# ---- block 1 ----
Figure 1. Where the registers sit (block 1).
Scale bar: 100 um.
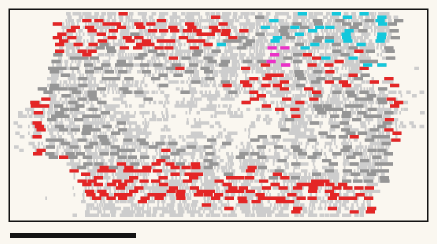

[config.mk]
export PLATFORM = sky130hd
export DESIGN_NAME = digest_matcher_flat
export DESIGN_NICKNAME = d
export VERILOG_FILES = /design/src/rtl/digest_matcher_if.sv /design/src/rtl/digest_matcher.sv /design/src/flat_wrapper.sv
export SDC_FILE = /design/constraint.sdc
export NUM_CORES = 1
export LEC_CHECK = 0
export CORE_ASPECT_RATIO = 0.5
export CORE_MARGIN = 1.5
export CORE_UTILIZATION = 45
export CTS_CLUSTER_SIZE = 16
export DETAILED_ROUTE_END_ITERATION = 16
export GPL_TIMING_DRIVEN = 0
export PLACE_DENSITY = 0.79
export SLEW_MARGIN = 5
export SYNTH_ARGS = -nofsm -noshare
export SYNTH_HDL_FRONTEND = slang
export SYNTH_SLANG_ARGS = --single-unit
[constraint.sdc]
create_clock -name clk -period 5.7 [get_ports clk]
set_clock_uncertainty 0.2 [all_clocks]
set_input_delay 1.14 -clock clk [delete_from_list [all_inputs] [get_ports clk]]
set_output_delay 1.14 -clock clk [all_outputs]
set_load 0.005 [all_outputs]
[src/rtl/digest_matcher_if.sv]
// Handshake bundle between the cracker datapath and digest_matcher.
// master = cracker side (drives target bytes and digests), slave = matcher.
interface digest_matcher_if #(
    parameter int DIGEST_W = 256,
    parameter int ID_W     = 32
);
    logic [7:0]          tgt_byte;
    logic                tgt_valid;
    logic                tgt_ready;
    logic                tgt_reload;
    logic                tgt_loaded;
    logic [DIGEST_W-1:0] digest_in;
    logic                digest_done;
    logic [ID_W-1:0]     cand_id;
    logic                busy;
    logic                result_valid;
    logic                result_hit;
    logic                found;
    logic [ID_W-1:0]     found_id;
    logic                overrun;

    modport master (
        output tgt_byte, tgt_valid, tgt_reload, digest_in, digest_done, cand_id,
        input  tgt_ready, tgt_loaded, busy, result_valid, result_hit, found,
               found_id, overrun
    );

    modport slave (
        input  tgt_byte, tgt_valid, tgt_reload, digest_in, digest_done, cand_id,
        output tgt_ready, tgt_loaded, busy, result_valid, result_hit, found,
               found_id, overrun
    );
endinterface

[src/rtl/digest_matcher.sv]
// Holds a byte-loaded target hash and compares each finished digest against it
// one word per cycle (H0 first, early exit on mismatch); latches the first hit ID.
//
// state     | meaning
// S_LOAD    | shifting in target bytes, tgt_ready=1
// S_IDLE    | target held, waiting for a digest_done rising edge or reload
// S_COMPARE | comparing captured digest word by word, busy=1
// S_REPORT  | result_valid pulse visible, returning to IDLE
module digest_matcher #(
    parameter int DIGEST_W = 256,
    parameter int WORD_W   = 32,
    parameter int ID_W     = 32
) (
    input  logic            clk,
    input  logic            rst,
    digest_matcher_if.slave bus
);
    localparam int NWORDS = DIGEST_W / WORD_W;
    localparam int NBYTES = DIGEST_W / 8;
    localparam int K_W    = $clog2(NWORDS);
    localparam int C_W    = $clog2(NBYTES);

    typedef enum logic [1:0] {S_LOAD, S_IDLE, S_COMPARE, S_REPORT} state_t;

    state_t              state;
    logic [C_W-1:0]      byte_cnt;
    logic [K_W-1:0]      word_idx;
    logic [DIGEST_W-1:0] tgt_flat;
    logic [DIGEST_W-1:0] digest_q;
    logic [ID_W-1:0]     id_q;
    logic                done_q;
    logic                new_edge;

    logic                tgt_ready_q;
    logic                tgt_loaded_q;
    logic                busy_q;
    logic                result_valid_q;
    logic                result_hit_q;
    logic                found_q;
    logic [ID_W-1:0]     found_id_q;
    logic                overrun_q;

    // Word views: index NWORDS-1 is the most significant word (H0), so the
    // compare walks word_idx downward and finishes at 0.
    logic [NWORDS-1:0][WORD_W-1:0] tgt_words;
    logic [NWORDS-1:0][WORD_W-1:0] dig_words;

    assign tgt_words = tgt_flat;
    assign dig_words = digest_q;
    assign new_edge  = bus.digest_done & ~done_q;

    always_ff @(posedge clk) begin
        if (rst) begin
            state          <= S_LOAD;
            byte_cnt       <= '0;
            word_idx       <= '0;
            tgt_flat       <= '0;
            digest_q       <= '0;
            id_q           <= '0;
            done_q         <= 1'b0;
            tgt_ready_q    <= 1'b1;
            tgt_loaded_q   <= 1'b0;
            busy_q         <= 1'b0;
            result_valid_q <= 1'b0;
            result_hit_q   <= 1'b0;
            found_q        <= 1'b0;
            found_id_q     <= '0;
            overrun_q      <= 1'b0;
        end else begin
            done_q         <= bus.digest_done;
            result_valid_q <= 1'b0;
            result_hit_q   <= 1'b0;
            unique case (state)
                S_LOAD: begin
                    if (new_edge) overrun_q <= 1'b1;
                    if (bus.tgt_valid) begin
                        tgt_flat <= {tgt_flat[DIGEST_W-9:0], bus.tgt_byte};
                        byte_cnt <= byte_cnt + 1'b1;
                        if (byte_cnt == C_W'(NBYTES - 1)) begin
                            state        <= S_IDLE;
                            tgt_loaded_q <= 1'b1;
                            tgt_ready_q  <= 1'b0;
                        end
                    end
                end
                S_IDLE: begin
                    // Reload has priority; a coincident edge is lost and flagged.
                    if (bus.tgt_reload) begin
                        state        <= S_LOAD;
                        tgt_flat     <= '0;
                        byte_cnt     <= '0;
                        tgt_loaded_q <= 1'b0;
                        tgt_ready_q  <= 1'b1;
                        found_q      <= 1'b0;
                        found_id_q   <= '0;
                        if (new_edge) overrun_q <= 1'b1;
                    end else if (new_edge) begin
                        state    <= S_COMPARE;
                        digest_q <= bus.digest_in;
                        id_q     <= bus.cand_id;
                        word_idx <= K_W'(NWORDS - 1);
                        busy_q   <= 1'b1;
                    end
                end
                S_COMPARE: begin
                    if (new_edge) overrun_q <= 1'b1;
                    if (dig_words[word_idx] != tgt_words[word_idx]) begin
                        state          <= S_REPORT;
                        busy_q         <= 1'b0;
                        result_valid_q <= 1'b1;
                        result_hit_q   <= 1'b0;
                    end else if (word_idx == '0) begin
                        state          <= S_REPORT;
                        busy_q         <= 1'b0;
                        result_valid_q <= 1'b1;
                        result_hit_q   <= 1'b1;
                        if (!found_q) begin
                            found_q    <= 1'b1;
                            found_id_q <= id_q;
                        end
                    end else begin
                        word_idx <= word_idx - 1'b1;
                    end
                end
                S_REPORT: begin
                    if (new_edge) overrun_q <= 1'b1;
                    state <= S_IDLE;
                end
                default: state <= S_LOAD;
            endcase
        end
    end

    assign bus.tgt_ready    = tgt_ready_q;
    assign bus.tgt_loaded   = tgt_loaded_q;
    assign bus.busy         = busy_q;
    assign bus.result_valid = result_valid_q;
    assign bus.result_hit   = result_hit_q;
    assign bus.found        = found_q;
    assign bus.found_id     = found_id_q;
    assign bus.overrun      = overrun_q;
endmodule

[src/flat_wrapper.sv]
// flat-port wrapper written by rule: the top's interface ports become plain ports
module digest_matcher_flat 
#(
    parameter int DIGEST_W = 256,
    parameter int WORD_W   = 32,
    parameter int ID_W     = 32
)
  (clk, rst, bus_tgt_byte, bus_tgt_valid, bus_tgt_reload, bus_digest_in, bus_digest_done, bus_cand_id, bus_tgt_ready, bus_tgt_loaded, bus_busy, bus_result_valid, bus_result_hit, bus_found, bus_found_id, bus_overrun);
  digest_matcher_if #(.DIGEST_W(DIGEST_W), .ID_W(ID_W)) bus_i ();
  input  logic clk;
  input  logic rst;
  input wire logic [$bits(bus_i.tgt_byte)-1:0] bus_tgt_byte;
  input wire logic [$bits(bus_i.tgt_valid)-1:0] bus_tgt_valid;
  input wire logic [$bits(bus_i.tgt_reload)-1:0] bus_tgt_reload;
  input wire logic [$bits(bus_i.digest_in)-1:0] bus_digest_in;
  input wire logic [$bits(bus_i.digest_done)-1:0] bus_digest_done;
  input wire logic [$bits(bus_i.cand_id)-1:0] bus_cand_id;
  output wire logic [$bits(bus_i.tgt_ready)-1:0] bus_tgt_ready;
  output wire logic [$bits(bus_i.tgt_loaded)-1:0] bus_tgt_loaded;
  output wire logic [$bits(bus_i.busy)-1:0] bus_busy;
  output wire logic [$bits(bus_i.result_valid)-1:0] bus_result_valid;
  output wire logic [$bits(bus_i.result_hit)-1:0] bus_result_hit;
  output wire logic [$bits(bus_i.found)-1:0] bus_found;
  output wire logic [$bits(bus_i.found_id)-1:0] bus_found_id;
  output wire logic [$bits(bus_i.overrun)-1:0] bus_overrun;
  assign bus_i.tgt_byte = bus_tgt_byte;
  assign bus_i.tgt_valid = bus_tgt_valid;
  assign bus_i.tgt_reload = bus_tgt_reload;
  assign bus_i.digest_in = bus_digest_in;
  assign bus_i.digest_done = bus_digest_done;
  assign bus_i.cand_id = bus_cand_id;
  assign bus_tgt_ready = bus_i.tgt_ready;
  assign bus_tgt_loaded = bus_i.tgt_loaded;
  assign bus_busy = bus_i.busy;
  assign bus_result_valid = bus_i.result_valid;
  assign bus_result_hit = bus_i.result_hit;
  assign bus_found = bus_i.found;
  assign bus_found_id = bus_i.found_id;
  assign bus_overrun = bus_i.overrun;
  digest_matcher #(.DIGEST_W(DIGEST_W), .WORD_W(WORD_W), .ID_W(ID_W)) u_core (.clk(clk), .rst(rst), .bus(bus_i));
endmodule
# ---- block 2 ----
==> src/rtl/ldpc_pkg.sv <==
// Shared LDPC message-format constants used by both sign-magnitude and
// two's-complement conversion paths.
package ldpc_pkg;

    localparam int DATA_WIDTH_DEF = 6;

    // The sign bit is the MSB, just above the magnitude field.
    function automatic int sign_idx(input int w);
        return w;
    endfunction

    function automatic int max_pos(input int w);
        return (1 << (w - 1)) - 1;
    endfunction

    function automatic int max_neg_mag(input int w);
        return 1 << (w - 1);
    endfunction

endpackage

==> src/rtl/s_to_t_sat.sv <==
// Single-lane sign-magnitude to two's-complement converter.
// Magnitudes outside the representable range clip and raise sat_o.
module s_to_t_sat
    import ldpc_pkg::*;
#(
    parameter int DATA_WIDTH = DATA_WIDTH_DEF
) (
    input  logic [DATA_WIDTH:0]   sm_i,
    output logic [DATA_WIDTH-1:0] tc_o,
    output logic                  sat_o
);

    localparam int                  SIGN = sign_idx(DATA_WIDTH);
    localparam logic [DATA_WIDTH-1:0] MAXP = DATA_WIDTH'(max_pos(DATA_WIDTH));
    localparam logic [DATA_WIDTH-1:0] MAXN = DATA_WIDTH'(max_neg_mag(DATA_WIDTH));
    localparam logic [DATA_WIDTH-1:0] ONE  = DATA_WIDTH'(1);

    logic                  sign;
    logic [DATA_WIDTH-1:0] mag;

    assign sign = sm_i[SIGN];
    assign mag  = sm_i[DATA_WIDTH-1:0];

    // NOTE: every output gets a default first so no path leaves a latch.
    always_comb begin
        tc_o  = '0;
        sat_o = 1'b0;
        if (!sign) begin
            if (mag > MAXP) begin
                tc_o  = MAXP;
                sat_o = 1'b1;
            end else begin
                tc_o = mag;
            end
        end else begin
            // MAXN's bit pattern is also the most negative code; negative zero negates to 0.
            if (mag > MAXN) begin
                tc_o  = MAXN;
                sat_o = 1'b1;
            end else begin
                tc_o = ~mag + ONE;
            end
        end
    end

endmodule

==> src/rtl/s_to_t_packer.sv <==
// Streams sign-magnitude messages in, converts each with saturation and packs
// DEGREE of them into one registered two's-complement frame word.
module s_to_t_packer
    import ldpc_pkg::*;
#(
    parameter int DATA_WIDTH = DATA_WIDTH_DEF,
    parameter int DEGREE     = 4,
    localparam int CNT_W     = $clog2(DEGREE)
) (
    input  logic                         clk,
    input  logic                         rst,
    input  logic                         in_valid,
    output logic                         in_ready,
    input  logic [DATA_WIDTH:0]          in_data,
    output logic                         out_valid,
    input  logic                         out_ready,
    output logic [DEGREE*DATA_WIDTH-1:0] out_data,
    output logic [DEGREE-1:0]            out_sat
);

    logic [CNT_W-1:0]             cnt_q, cnt_d;
    logic [DEGREE*DATA_WIDTH-1:0] buf_q, buf_d;
    logic [DEGREE-1:0]            flag_q, flag_d;
    logic                         out_valid_q, out_valid_d;
    logic [DEGREE*DATA_WIDTH-1:0] out_data_q, out_data_d;
    logic [DEGREE-1:0]            out_sat_q, out_sat_d;

    logic [DATA_WIDTH-1:0] lane_tc;
    logic                  lane_sat;
    logic                  last_lane;
    logic                  accept;

    s_to_t_sat #(.DATA_WIDTH(DATA_WIDTH)) u_sat (
        .sm_i  (in_data),
        .tc_o  (lane_tc),
        .sat_o (lane_sat)
    );

    assign last_lane = (cnt_q == CNT_W'(DEGREE - 1));
    // Only the completing beat waits on the output; it may pass through as the old frame leaves.
    assign in_ready  = !rst && !(last_lane && out_valid_q && !out_ready);
    assign accept    = in_valid && in_ready;

    always_comb begin
        cnt_d       = cnt_q;
        buf_d       = buf_q;
        flag_d      = flag_q;
        out_valid_d = out_valid_q;
        out_data_d  = out_data_q;
        out_sat_d   = out_sat_q;

        if (out_valid_q && out_ready) begin
            out_valid_d = 1'b0;
        end

        if (accept) begin
            buf_d[int'(cnt_q)*DATA_WIDTH +: DATA_WIDTH] = lane_tc;
            flag_d[cnt_q]                                = lane_sat;
            if (last_lane) begin
                out_data_d  = buf_d;
                out_sat_d   = flag_d;
                out_valid_d = 1'b1;
                cnt_d       = '0;
            end else begin
                cnt_d = cnt_q + CNT_W'(1);
            end
        end
    end

    // NOTE: sequential state uses non-blocking assignments only.
    always_ff @(posedge clk) begin
        if (rst) begin
            cnt_q       <= '0;
            buf_q       <= '0;
            flag_q      <= '0;
            out_valid_q <= 1'b0;
            out_data_q  <= '0;
            out_sat_q   <= '0;
        end else begin
            cnt_q       <= cnt_d;
            buf_q       <= buf_d;
            flag_q      <= flag_d;
            out_valid_q <= out_valid_d;
            out_data_q  <= out_data_d;
            out_sat_q   <= out_sat_d;
        end
    end

    assign out_valid = out_valid_q;
    assign out_data  = out_data_q;
    assign out_sat   = out_sat_q;

endmodule
==> config.mk <==
export PLATFORM = sky130hd
export DESIGN_NAME = s_to_t_packer
export DESIGN_NICKNAME = d
export VERILOG_FILES = /design/src/rtl/ldpc_pkg.sv /design/src/rtl/s_to_t_sat.sv /design/src/rtl/s_to_t_packer.sv
export SDC_FILE = /design/constraint.sdc
export NUM_CORES = 1
export LEC_CHECK = 0
export CORE_MARGIN = 4
export CORE_UTILIZATION = 50
export CTS_CLUSTER_DIAMETER = 40
export CTS_CLUSTER_SIZE = 28
export DETAILED_ROUTE_END_ITERATION = 8
export GPL_TIMING_DRIVEN = 0
export PLACE_DENSITY = 0.75
export SLEW_MARGIN = 30
export SYNTH_ARGS = -nofsm -noshare
export SYNTH_HDL_FRONTEND = slang
export SYNTH_HIERARCHICAL = 1
export SYNTH_SLANG_ARGS = --single-unit
==> constraint.sdc <==
create_clock -name clk -period 2.8 [get_ports clk]
set_input_delay 0.56 -clock clk [delete_from_list [all_inputs] [get_ports clk]]
set_output_delay 0.56 -clock clk [all_outputs]
set_load 0.02 [all_outputs]
# ---- block 3 ----
===== config.mk =====
export PLATFORM = sky130hd
export DESIGN_NAME = instr_loader
export DESIGN_NICKNAME = d
export VERILOG_FILES = /design/src/rtl/cpu_isa_pkg.sv /design/src/rtl/instr_encode.sv /design/src/rtl/instr_loader.sv
export SDC_FILE = /design/constraint.sdc
export NUM_CORES = 1
export LEC_CHECK = 0
export ABC_AREA = 1
export CAP_MARGIN = 20
export CORE_MARGIN = 4
export CORE_UTILIZATION = 39
export DETAILED_ROUTE_END_ITERATION = 8
export PLACE_DENSITY = 0.78
export SYNTH_ARGS = -nofsm -noshare
export SYNTH_HDL_FRONTEND = slang
export SYNTH_SLANG_ARGS = --single-unit

===== constraint.sdc =====
create_clock -name Clk -period 1.7 [get_ports Clk]
set_clock_uncertainty 0.1 [all_clocks]
set_input_delay 0.425 -clock Clk [delete_from_list [all_inputs] [get_ports Clk]]
set_output_delay 0.425 -clock Clk [all_outputs]
set_load 0.05 [all_outputs]

===== src/rtl/cpu_isa_pkg.sv =====
// Shared ISA constants: opcodes/functs (also used by the control decoder), loader mnemonic ids,
// loader FSM states and small word-packing helpers.
package cpu_isa_pkg;

    localparam logic [5:0] OpRtype = 6'b000000;
    localparam logic [5:0] OpJ     = 6'b000010;
    localparam logic [5:0] OpBeq   = 6'b000100;
    localparam logic [5:0] OpBne   = 6'b000101;
    localparam logic [5:0] OpAddi  = 6'b001000;
    localparam logic [5:0] OpAndi  = 6'b001100;
    localparam logic [5:0] OpOri   = 6'b001101;
    localparam logic [5:0] OpLw    = 6'b100011;
    localparam logic [5:0] OpSw    = 6'b101011;

    localparam logic [5:0] FnAdd = 6'b100000;
    localparam logic [5:0] FnSub = 6'b100010;
    localparam logic [5:0] FnAnd = 6'b100100;
    localparam logic [5:0] FnOr  = 6'b100101;

    typedef enum logic [3:0] {
        MnAdd  = 4'd0,
        MnSub  = 4'd1,
        MnAnd  = 4'd2,
        MnOr   = 4'd3,
        MnAddi = 4'd4,
        MnAndi = 4'd5,
        MnOri  = 4'd6,
        MnLw   = 4'd7,
        MnSw   = 4'd8,
        MnBeq  = 4'd9,
        MnBne  = 4'd10,
        MnJ    = 4'd11
    } mnemonic_e;

    typedef enum logic [1:0] {
        StIdle,
        StAccept,
        StWrite,
        StDone
    } load_state_e;

    function automatic logic [31:0] enc_r(input logic [4:0] rs, input logic [4:0] rt,
                                          input logic [4:0] rd, input logic [5:0] fn);
        return {OpRtype, rs, rt, rd, 5'b00000, fn};
    endfunction

    function automatic logic [31:0] enc_i(input logic [5:0] op, input logic [4:0] rs,
                                          input logic [4:0] rt, input logic [15:0] imm);
        return {op, rs, rt, imm};
    endfunction

endpackage


===== src/rtl/instr_encode.sv =====
// Combinational encoder: mnemonic id plus fields -> 32-bit instruction word and a legality flag.
// Fields a format does not use never reach the word.
module instr_encode
    import cpu_isa_pkg::*;
(
    input  logic [3:0]  mn_i,
    input  logic [4:0]  rs_i,
    input  logic [4:0]  rt_i,
    input  logic [4:0]  rd_i,
    input  logic [15:0] imm_i,
    input  logic [25:0] target_i,
    output logic [31:0] word_o,
    output logic        legal_o
);

    always_comb begin
        word_o  = '0;
        legal_o = 1'b1;
        case (mn_i)
            MnAdd:   word_o = enc_r(rs_i, rt_i, rd_i, FnAdd);
            MnSub:   word_o = enc_r(rs_i, rt_i, rd_i, FnSub);
            MnAnd:   word_o = enc_r(rs_i, rt_i, rd_i, FnAnd);
            MnOr:    word_o = enc_r(rs_i, rt_i, rd_i, FnOr);
            MnAddi:  word_o = enc_i(OpAddi, rs_i, rt_i, imm_i);
            MnAndi:  word_o = enc_i(OpAndi, rs_i, rt_i, imm_i);
            MnOri:   word_o = enc_i(OpOri, rs_i, rt_i, imm_i);
            MnLw:    word_o = enc_i(OpLw, rs_i, rt_i, imm_i);
            MnSw:    word_o = enc_i(OpSw, rs_i, rt_i, imm_i);
            MnBeq:   word_o = enc_i(OpBeq, rs_i, rt_i, imm_i);
            MnBne:   word_o = enc_i(OpBne, rs_i, rt_i, imm_i);
            MnJ:     word_o = {OpJ, target_i};
            default: legal_o = 1'b0;
        endcase
    end

endmodule


===== src/rtl/instr_loader.sv =====
// Accepts symbolic instructions over valid/ready, encodes them and writes them to consecutive
// IMEM word addresses from BASE, holding the CPU in reset until a clean load completes.
module instr_loader
    import cpu_isa_pkg::*;
#(
    parameter int unsigned ADDR_W = 6,
    parameter int unsigned BASE   = 0
) (
    input  logic              Clk,
    input  logic              Clrn,
    input  logic              Start,
    input  logic              In_valid,
    output logic              In_ready,
    input  logic [3:0]        Mn,
    input  logic [4:0]        Rs,
    input  logic [4:0]        Rt,
    input  logic [4:0]        Rd,
    input  logic [15:0]       Imm,
    input  logic [25:0]       Target,
    input  logic              Last,
    output logic              Im_we,
    output logic [ADDR_W-1:0] Im_addr,
    output logic [31:0]       Im_wdata,
    output logic              Cpu_hold,
    output logic              Done,
    output logic              Err,
    output logic [ADDR_W:0]   Count
);

    localparam logic [ADDR_W-1:0] PtrBase = ADDR_W'(BASE);
    localparam logic [ADDR_W-1:0] PtrMax  = '1;

    load_state_e       state_q, state_d;
    logic [ADDR_W-1:0] ptr_q, ptr_d;
    logic [ADDR_W:0]   count_q, count_d;
    logic              err_q, err_d;
    logic [31:0]       word_q, word_d;
    logic              last_q, last_d;

    logic [31:0]       enc_word;
    logic              enc_legal;

    instr_encode u_encode (
        .mn_i     (Mn),
        .rs_i     (Rs),
        .rt_i     (Rt),
        .rd_i     (Rd),
        .imm_i    (Imm),
        .target_i (Target),
        .word_o   (enc_word),
        .legal_o  (enc_legal)
    );

    always_ff @(posedge Clk or negedge Clrn) begin
        if (!Clrn) begin
            state_q <= StIdle;
            ptr_q   <= PtrBase;
            count_q <= '0;
            err_q   <= 1'b0;
            word_q  <= '0;
            last_q  <= 1'b0;
        end else begin
            state_q <= state_d;
            ptr_q   <= ptr_d;
            count_q <= count_d;
            err_q   <= err_d;
            word_q  <= word_d;
            last_q  <= last_d;
        end
    end

    always_comb begin
        state_d  = state_q;
        ptr_d    = ptr_q;
        count_d  = count_q;
        err_d    = err_q;
        word_d   = word_q;
        last_d   = last_q;
        In_ready = 1'b0;
        Im_we    = 1'b0;
        case (state_q)
            StIdle, StDone: begin
                if (Start) begin
                    state_d = StAccept;
                    ptr_d   = PtrBase;
                    count_d = '0;
                    err_d   = 1'b0;
                end
            end
            StAccept: begin
                In_ready = 1'b1;
                if (In_valid) begin
                    word_d = enc_word;
                    last_d = Last;
                    if (enc_legal) begin
                        state_d = StWrite;
                    end else begin
                        err_d   = 1'b1;
                        state_d = StDone;
                    end
                end
            end
            StWrite: begin
                Im_we   = 1'b1;
                count_d = count_q + 1'b1;
                // Saturate at the top word so a full IMEM never wraps onto BASE.
                if (ptr_q != PtrMax) begin
                    ptr_d = ptr_q + 1'b1;
                end
                if (last_q) begin
                    state_d = StDone;
                end else if (ptr_q == PtrMax) begin
                    err_d   = 1'b1;
                    state_d = StDone;
                end else begin
                    state_d = StAccept;
                end
            end
            default: state_d = StIdle;
        endcase
    end

    assign Im_addr  = ptr_q;
    assign Im_wdata = word_q;
    assign Count    = count_q;
    assign Err      = err_q;
    assign Done     = (state_q == StDone);
    assign Cpu_hold = !((state_q == StDone) && !err_q);

endmodule


Figure 2. Placed cells, one color a class (block 2).
Scale bar: 20 um.
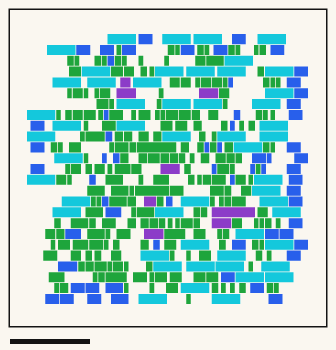
- clock drivers and dummy loads: purple (cells 8; share of their area 3.7%)
- registers: cyan (cells 52; share of their area 34%)
- remaining logic cells: green (cells 225; share of their area 46%)
- remaining buffers and delay cells: blue (cells 61; share of their area 17%)
design area: 3180 um2
core area: 4820 um2
Rows: 25
Util after Layout: 66.1%

Figure 3. Congestion heat map (block 2).
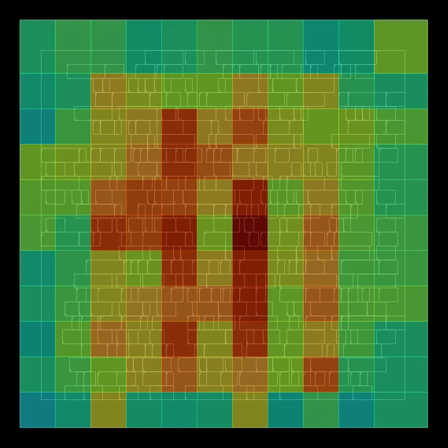
met2 Resource Use GR: 35.1%
GR Layer Usage met3: 4.40%

==> flow_summary.json, block 2 <==
{
  "htree_levels": 2,
  "cp_slowest_stage_delay_ns": 0.62,
  "arrival_ns": 2.04,
  "final-instance-count-excl-fill": 413,
  "run_status": "complete, no violations",
  "buffer_area_share_pct": 16.1,
  "numCtsBuffers": 5,
  "ios": 41,
  "r2r_setup_slack_ns": 0.26,
  "edf_count": 0,
  "fa_ha_area_share_pct": 3.44,
  "ys_sh_simple_pct": 24.5,
  "path_cells": "clkdlybuf4s50_1 -> and3b_1 -> nor2_1 -> clkdlybuf4s50_1",
  "clk-power_mw": 0.531,
  "max_slew.worst_pin.slew_ns": 0.643,
  "path_depth": 4,
  "die_h_um": 79.4,
  "met1_usage_pct": 32.4,
  "power_leader": "registers",
  "grt_max_degree": 18,
  "largest_class": "logic gates",
  "power_mw": 1.54
}
-- block 2: logic make-up (layout without fill, tap and decap cells) --
group | Yosys count | after routing
AND-OR/OR-AND | 71 | 71
XOR/XNOR | 1 | 1
adder cells (fa/ha/maj) | 7 | 7
buffers and inverters | 34 | 81
flip-flops | 52 | 52
multiplexers | 8 | 8
AND/OR/NAND/NOR | 126 | 126
-- block 2: state kept, by name (all words and copies together) (netlist names) --
register   flops
out_valid      1
out_data      24
buf_q         18
flag_q         3
out_sat        4
cnt_q          2
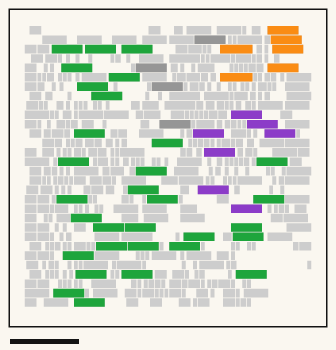
Figure 4: block 3, where the registers sit.
Scale bar: 20 um.
- Count: purple (flops 7; where middle right)
- Im_addr: orange (flops 6; where upper right)
- Im_wdata: green (flops 31)

==> flow_summary.json, block 3 <==
{
  "edf_count": 0,
  "inv_count": 37,
  "p_leak_nw": 2.36,
  "final_util_pct": 71.3,
  "synth_top_area_share_pct": 44.1,
  "largest_register_ff_count": 31,
  "r2r-start": "state_q[1]",
  "violations": "setup timing",
  "grt_overflow": 0,
  "wl_per_cell_um": 13.4,
  "run_status": "finished with violations",
  "rows": 30,
  "setup_viol": 4,
  "clkSinkCount": 48,
  "drt_iter0_drc": 110,
  "die_width_um": 91.6,
  "hpwl_mm": 6.31,
  "buffers": 141,
  "min-delay-path-class": "reg2reg",
  "wl_met3_um": 754,
  "min_from": "last_q",
  "wl_met2_mm": 4.08,
  "hold_violations": 0,
  "die_h_um": 91.6,
  "path_depth": 4,
  "grt_pass1_vias": 2963,
  "gr-max-usage-layer": "met2",
  "setup_ws_ns": -0.0642,
  "timing.hold.ws_ns": 0.441,
  "cpLargestDelayFamily": "flip-flops"
}
[block 3: report_power, final]
group	internal, mW	switching (mW)	leakage (nW)	total, mW
combinational	2.47	2.83	1.69	5.30
clock	0.331	0.380	0.0445	0.711
sequential	1.59	0.512	0.627	2.10
[block 3: per-stage QoR]
step	TNS, ns	total power, mW	setup WS, ns
global route	-0.286	8.49	-0.0840
detailed placement	-5.85	7.17	-0.248
CTS	-0.106	7.99	-0.0415
finish	-0.149	8.11	-0.0642
global placement	-4.23	7.07	-0.170
floorplan	-0.0700	4.41	-0.0290
Figure 5. Congestion heat map (block 1).
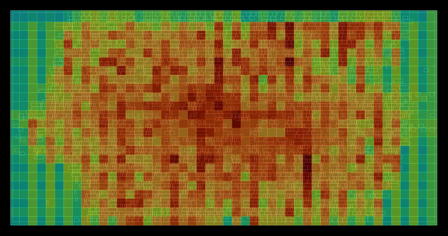
GR peak layer: met2
mean routed wirelength per cell: 22.8 um
Total GRT Usage: 32.7%

Notes on Figure 1 above:
- u_core.id_q: cyan (flops 32; where upper right)
- u_core.byte_cnt: magenta (flops 5)
- u_core.dig_words: red (flops 256; where spread over the die)
- not colored: 301
Util after Layout: 56.7%
register area: 11900 um2

==> flow_summary.json, block 1 <==
{
  "clkSinkCount": 594,
  "drive_gt1_share_pct": 4.78,
  "fmax_ghz": 0.207,
  "vias": 23300,
  "min_period_over_period_pct": 84.6,
  "rsz0062_at_grt": "false",
  "critical_path.endpoint": "u_core.bus.found_id[21]",
  "compound_area_share_pct": 15.0,
  "whs_path_depth": 2,
  "synthesis.nets": 3310,
  "worst-path-buf-inv": 6,
  "tool_warnings": 30,
  "clk-power_mw": 3.72,
  "run_status": "complete, no violations",
  "grt_max_degree": 16,
  "synth_top_area_share_pct": 48.8,
  "cp.required_ns": 5.99,
  "maxSlewHeadroom_pct": 8.94,
  "yosysChipArea_um2": 24400,
  "min-delay-path-class": "reg2reg",
  "antenna_found_initial": 7
}
-- block 1: metrics by stage --
step | utilization (%) | area [um2] | setup slack [ns]
finish | 56.7 | 30400 | 0.881
global route | 56.7 | 30400 | 0.839
CTS | 56.7 | 30400 | 1.09
detailed placement | 53.4 | 28600 | 0.918
global placement | 53.4 | 28600 | 1.01
floorplan | - | 24400 | 2.42
-- block 1: routing by layer --
metal  up-vias  global-route usage [%]  share of wire, %
met5         -                       0             0.050
met4         6                    8.99               2.7
met3       187                    9.11                11
met2      1148                    51.0                44
met1     11200                    44.3                42
li1      10700                       -                 -

==> notes/layouts.md <==
Pictures saved along the way, in no particular order.

Selected gate families.
panel A
Scale bar: 20 um.
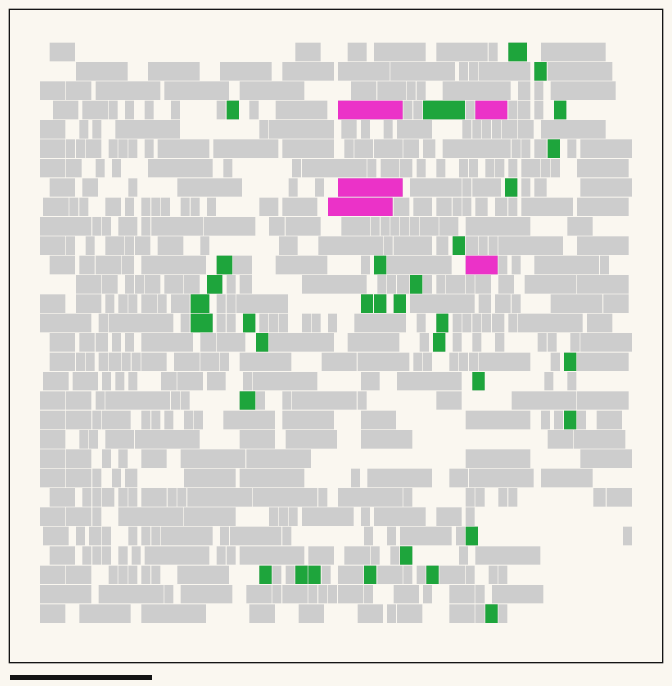
panel B
Scale bar: 100 um.
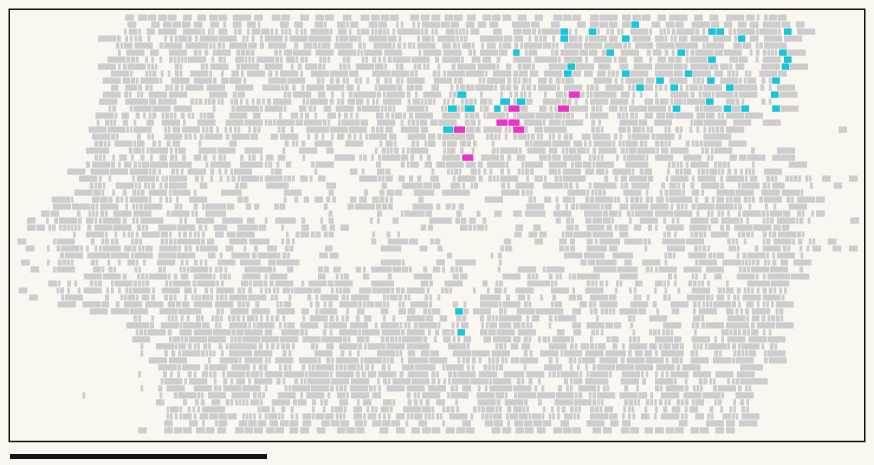
panel C
Scale bar: 20 um.
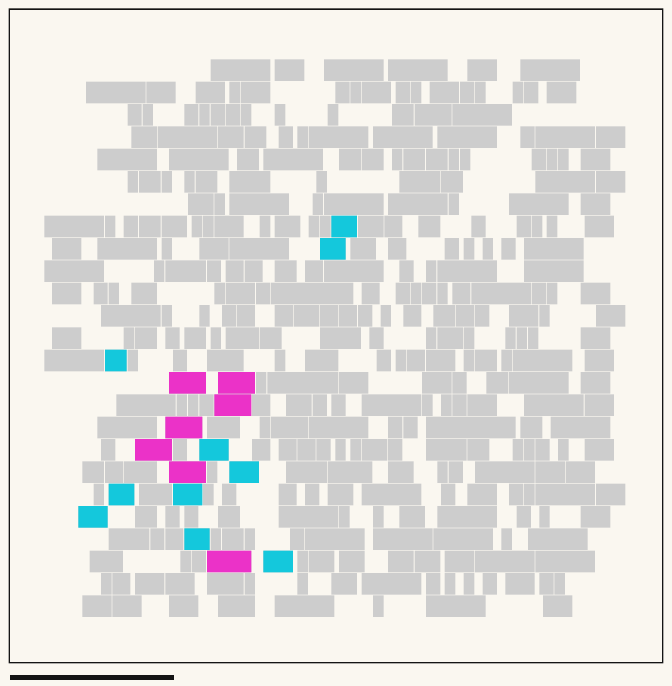
panel B -> block 1
panel C -> block 2
panel A -> block 3



==> notes/layouts.md <==
Pictures saved along the way, in no particular order.

Cell sizes after repair.
image #1
Scale bar: 20 um.
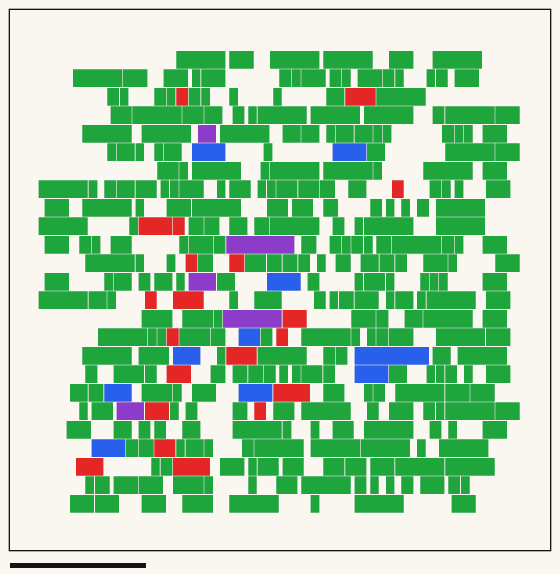
image #2
Scale bar: 20 um.
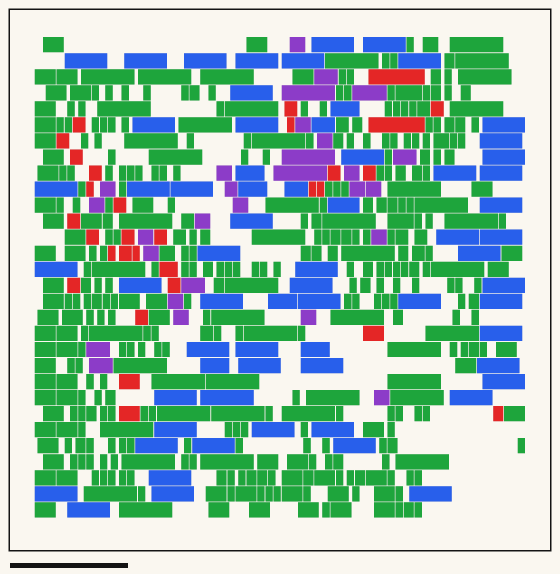
image #3
Scale bar: 100 um.
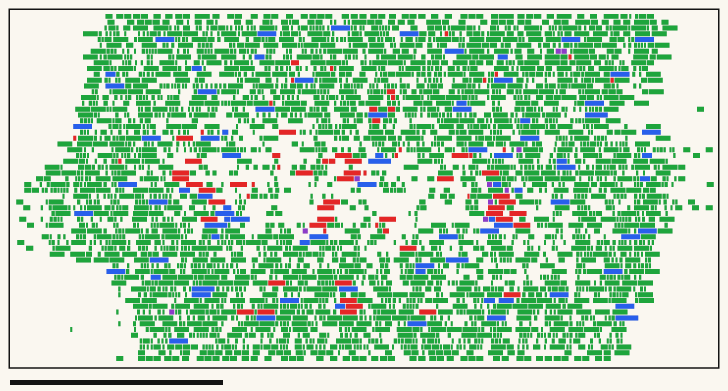
The one with the smallest die is image #1.
The one with the most cells is image #3.
Image #3 is block 1.
Image #2 is block 3.
Image #1 is block 2.

No activity file was given, so power comes from the tool's default toggle rates.
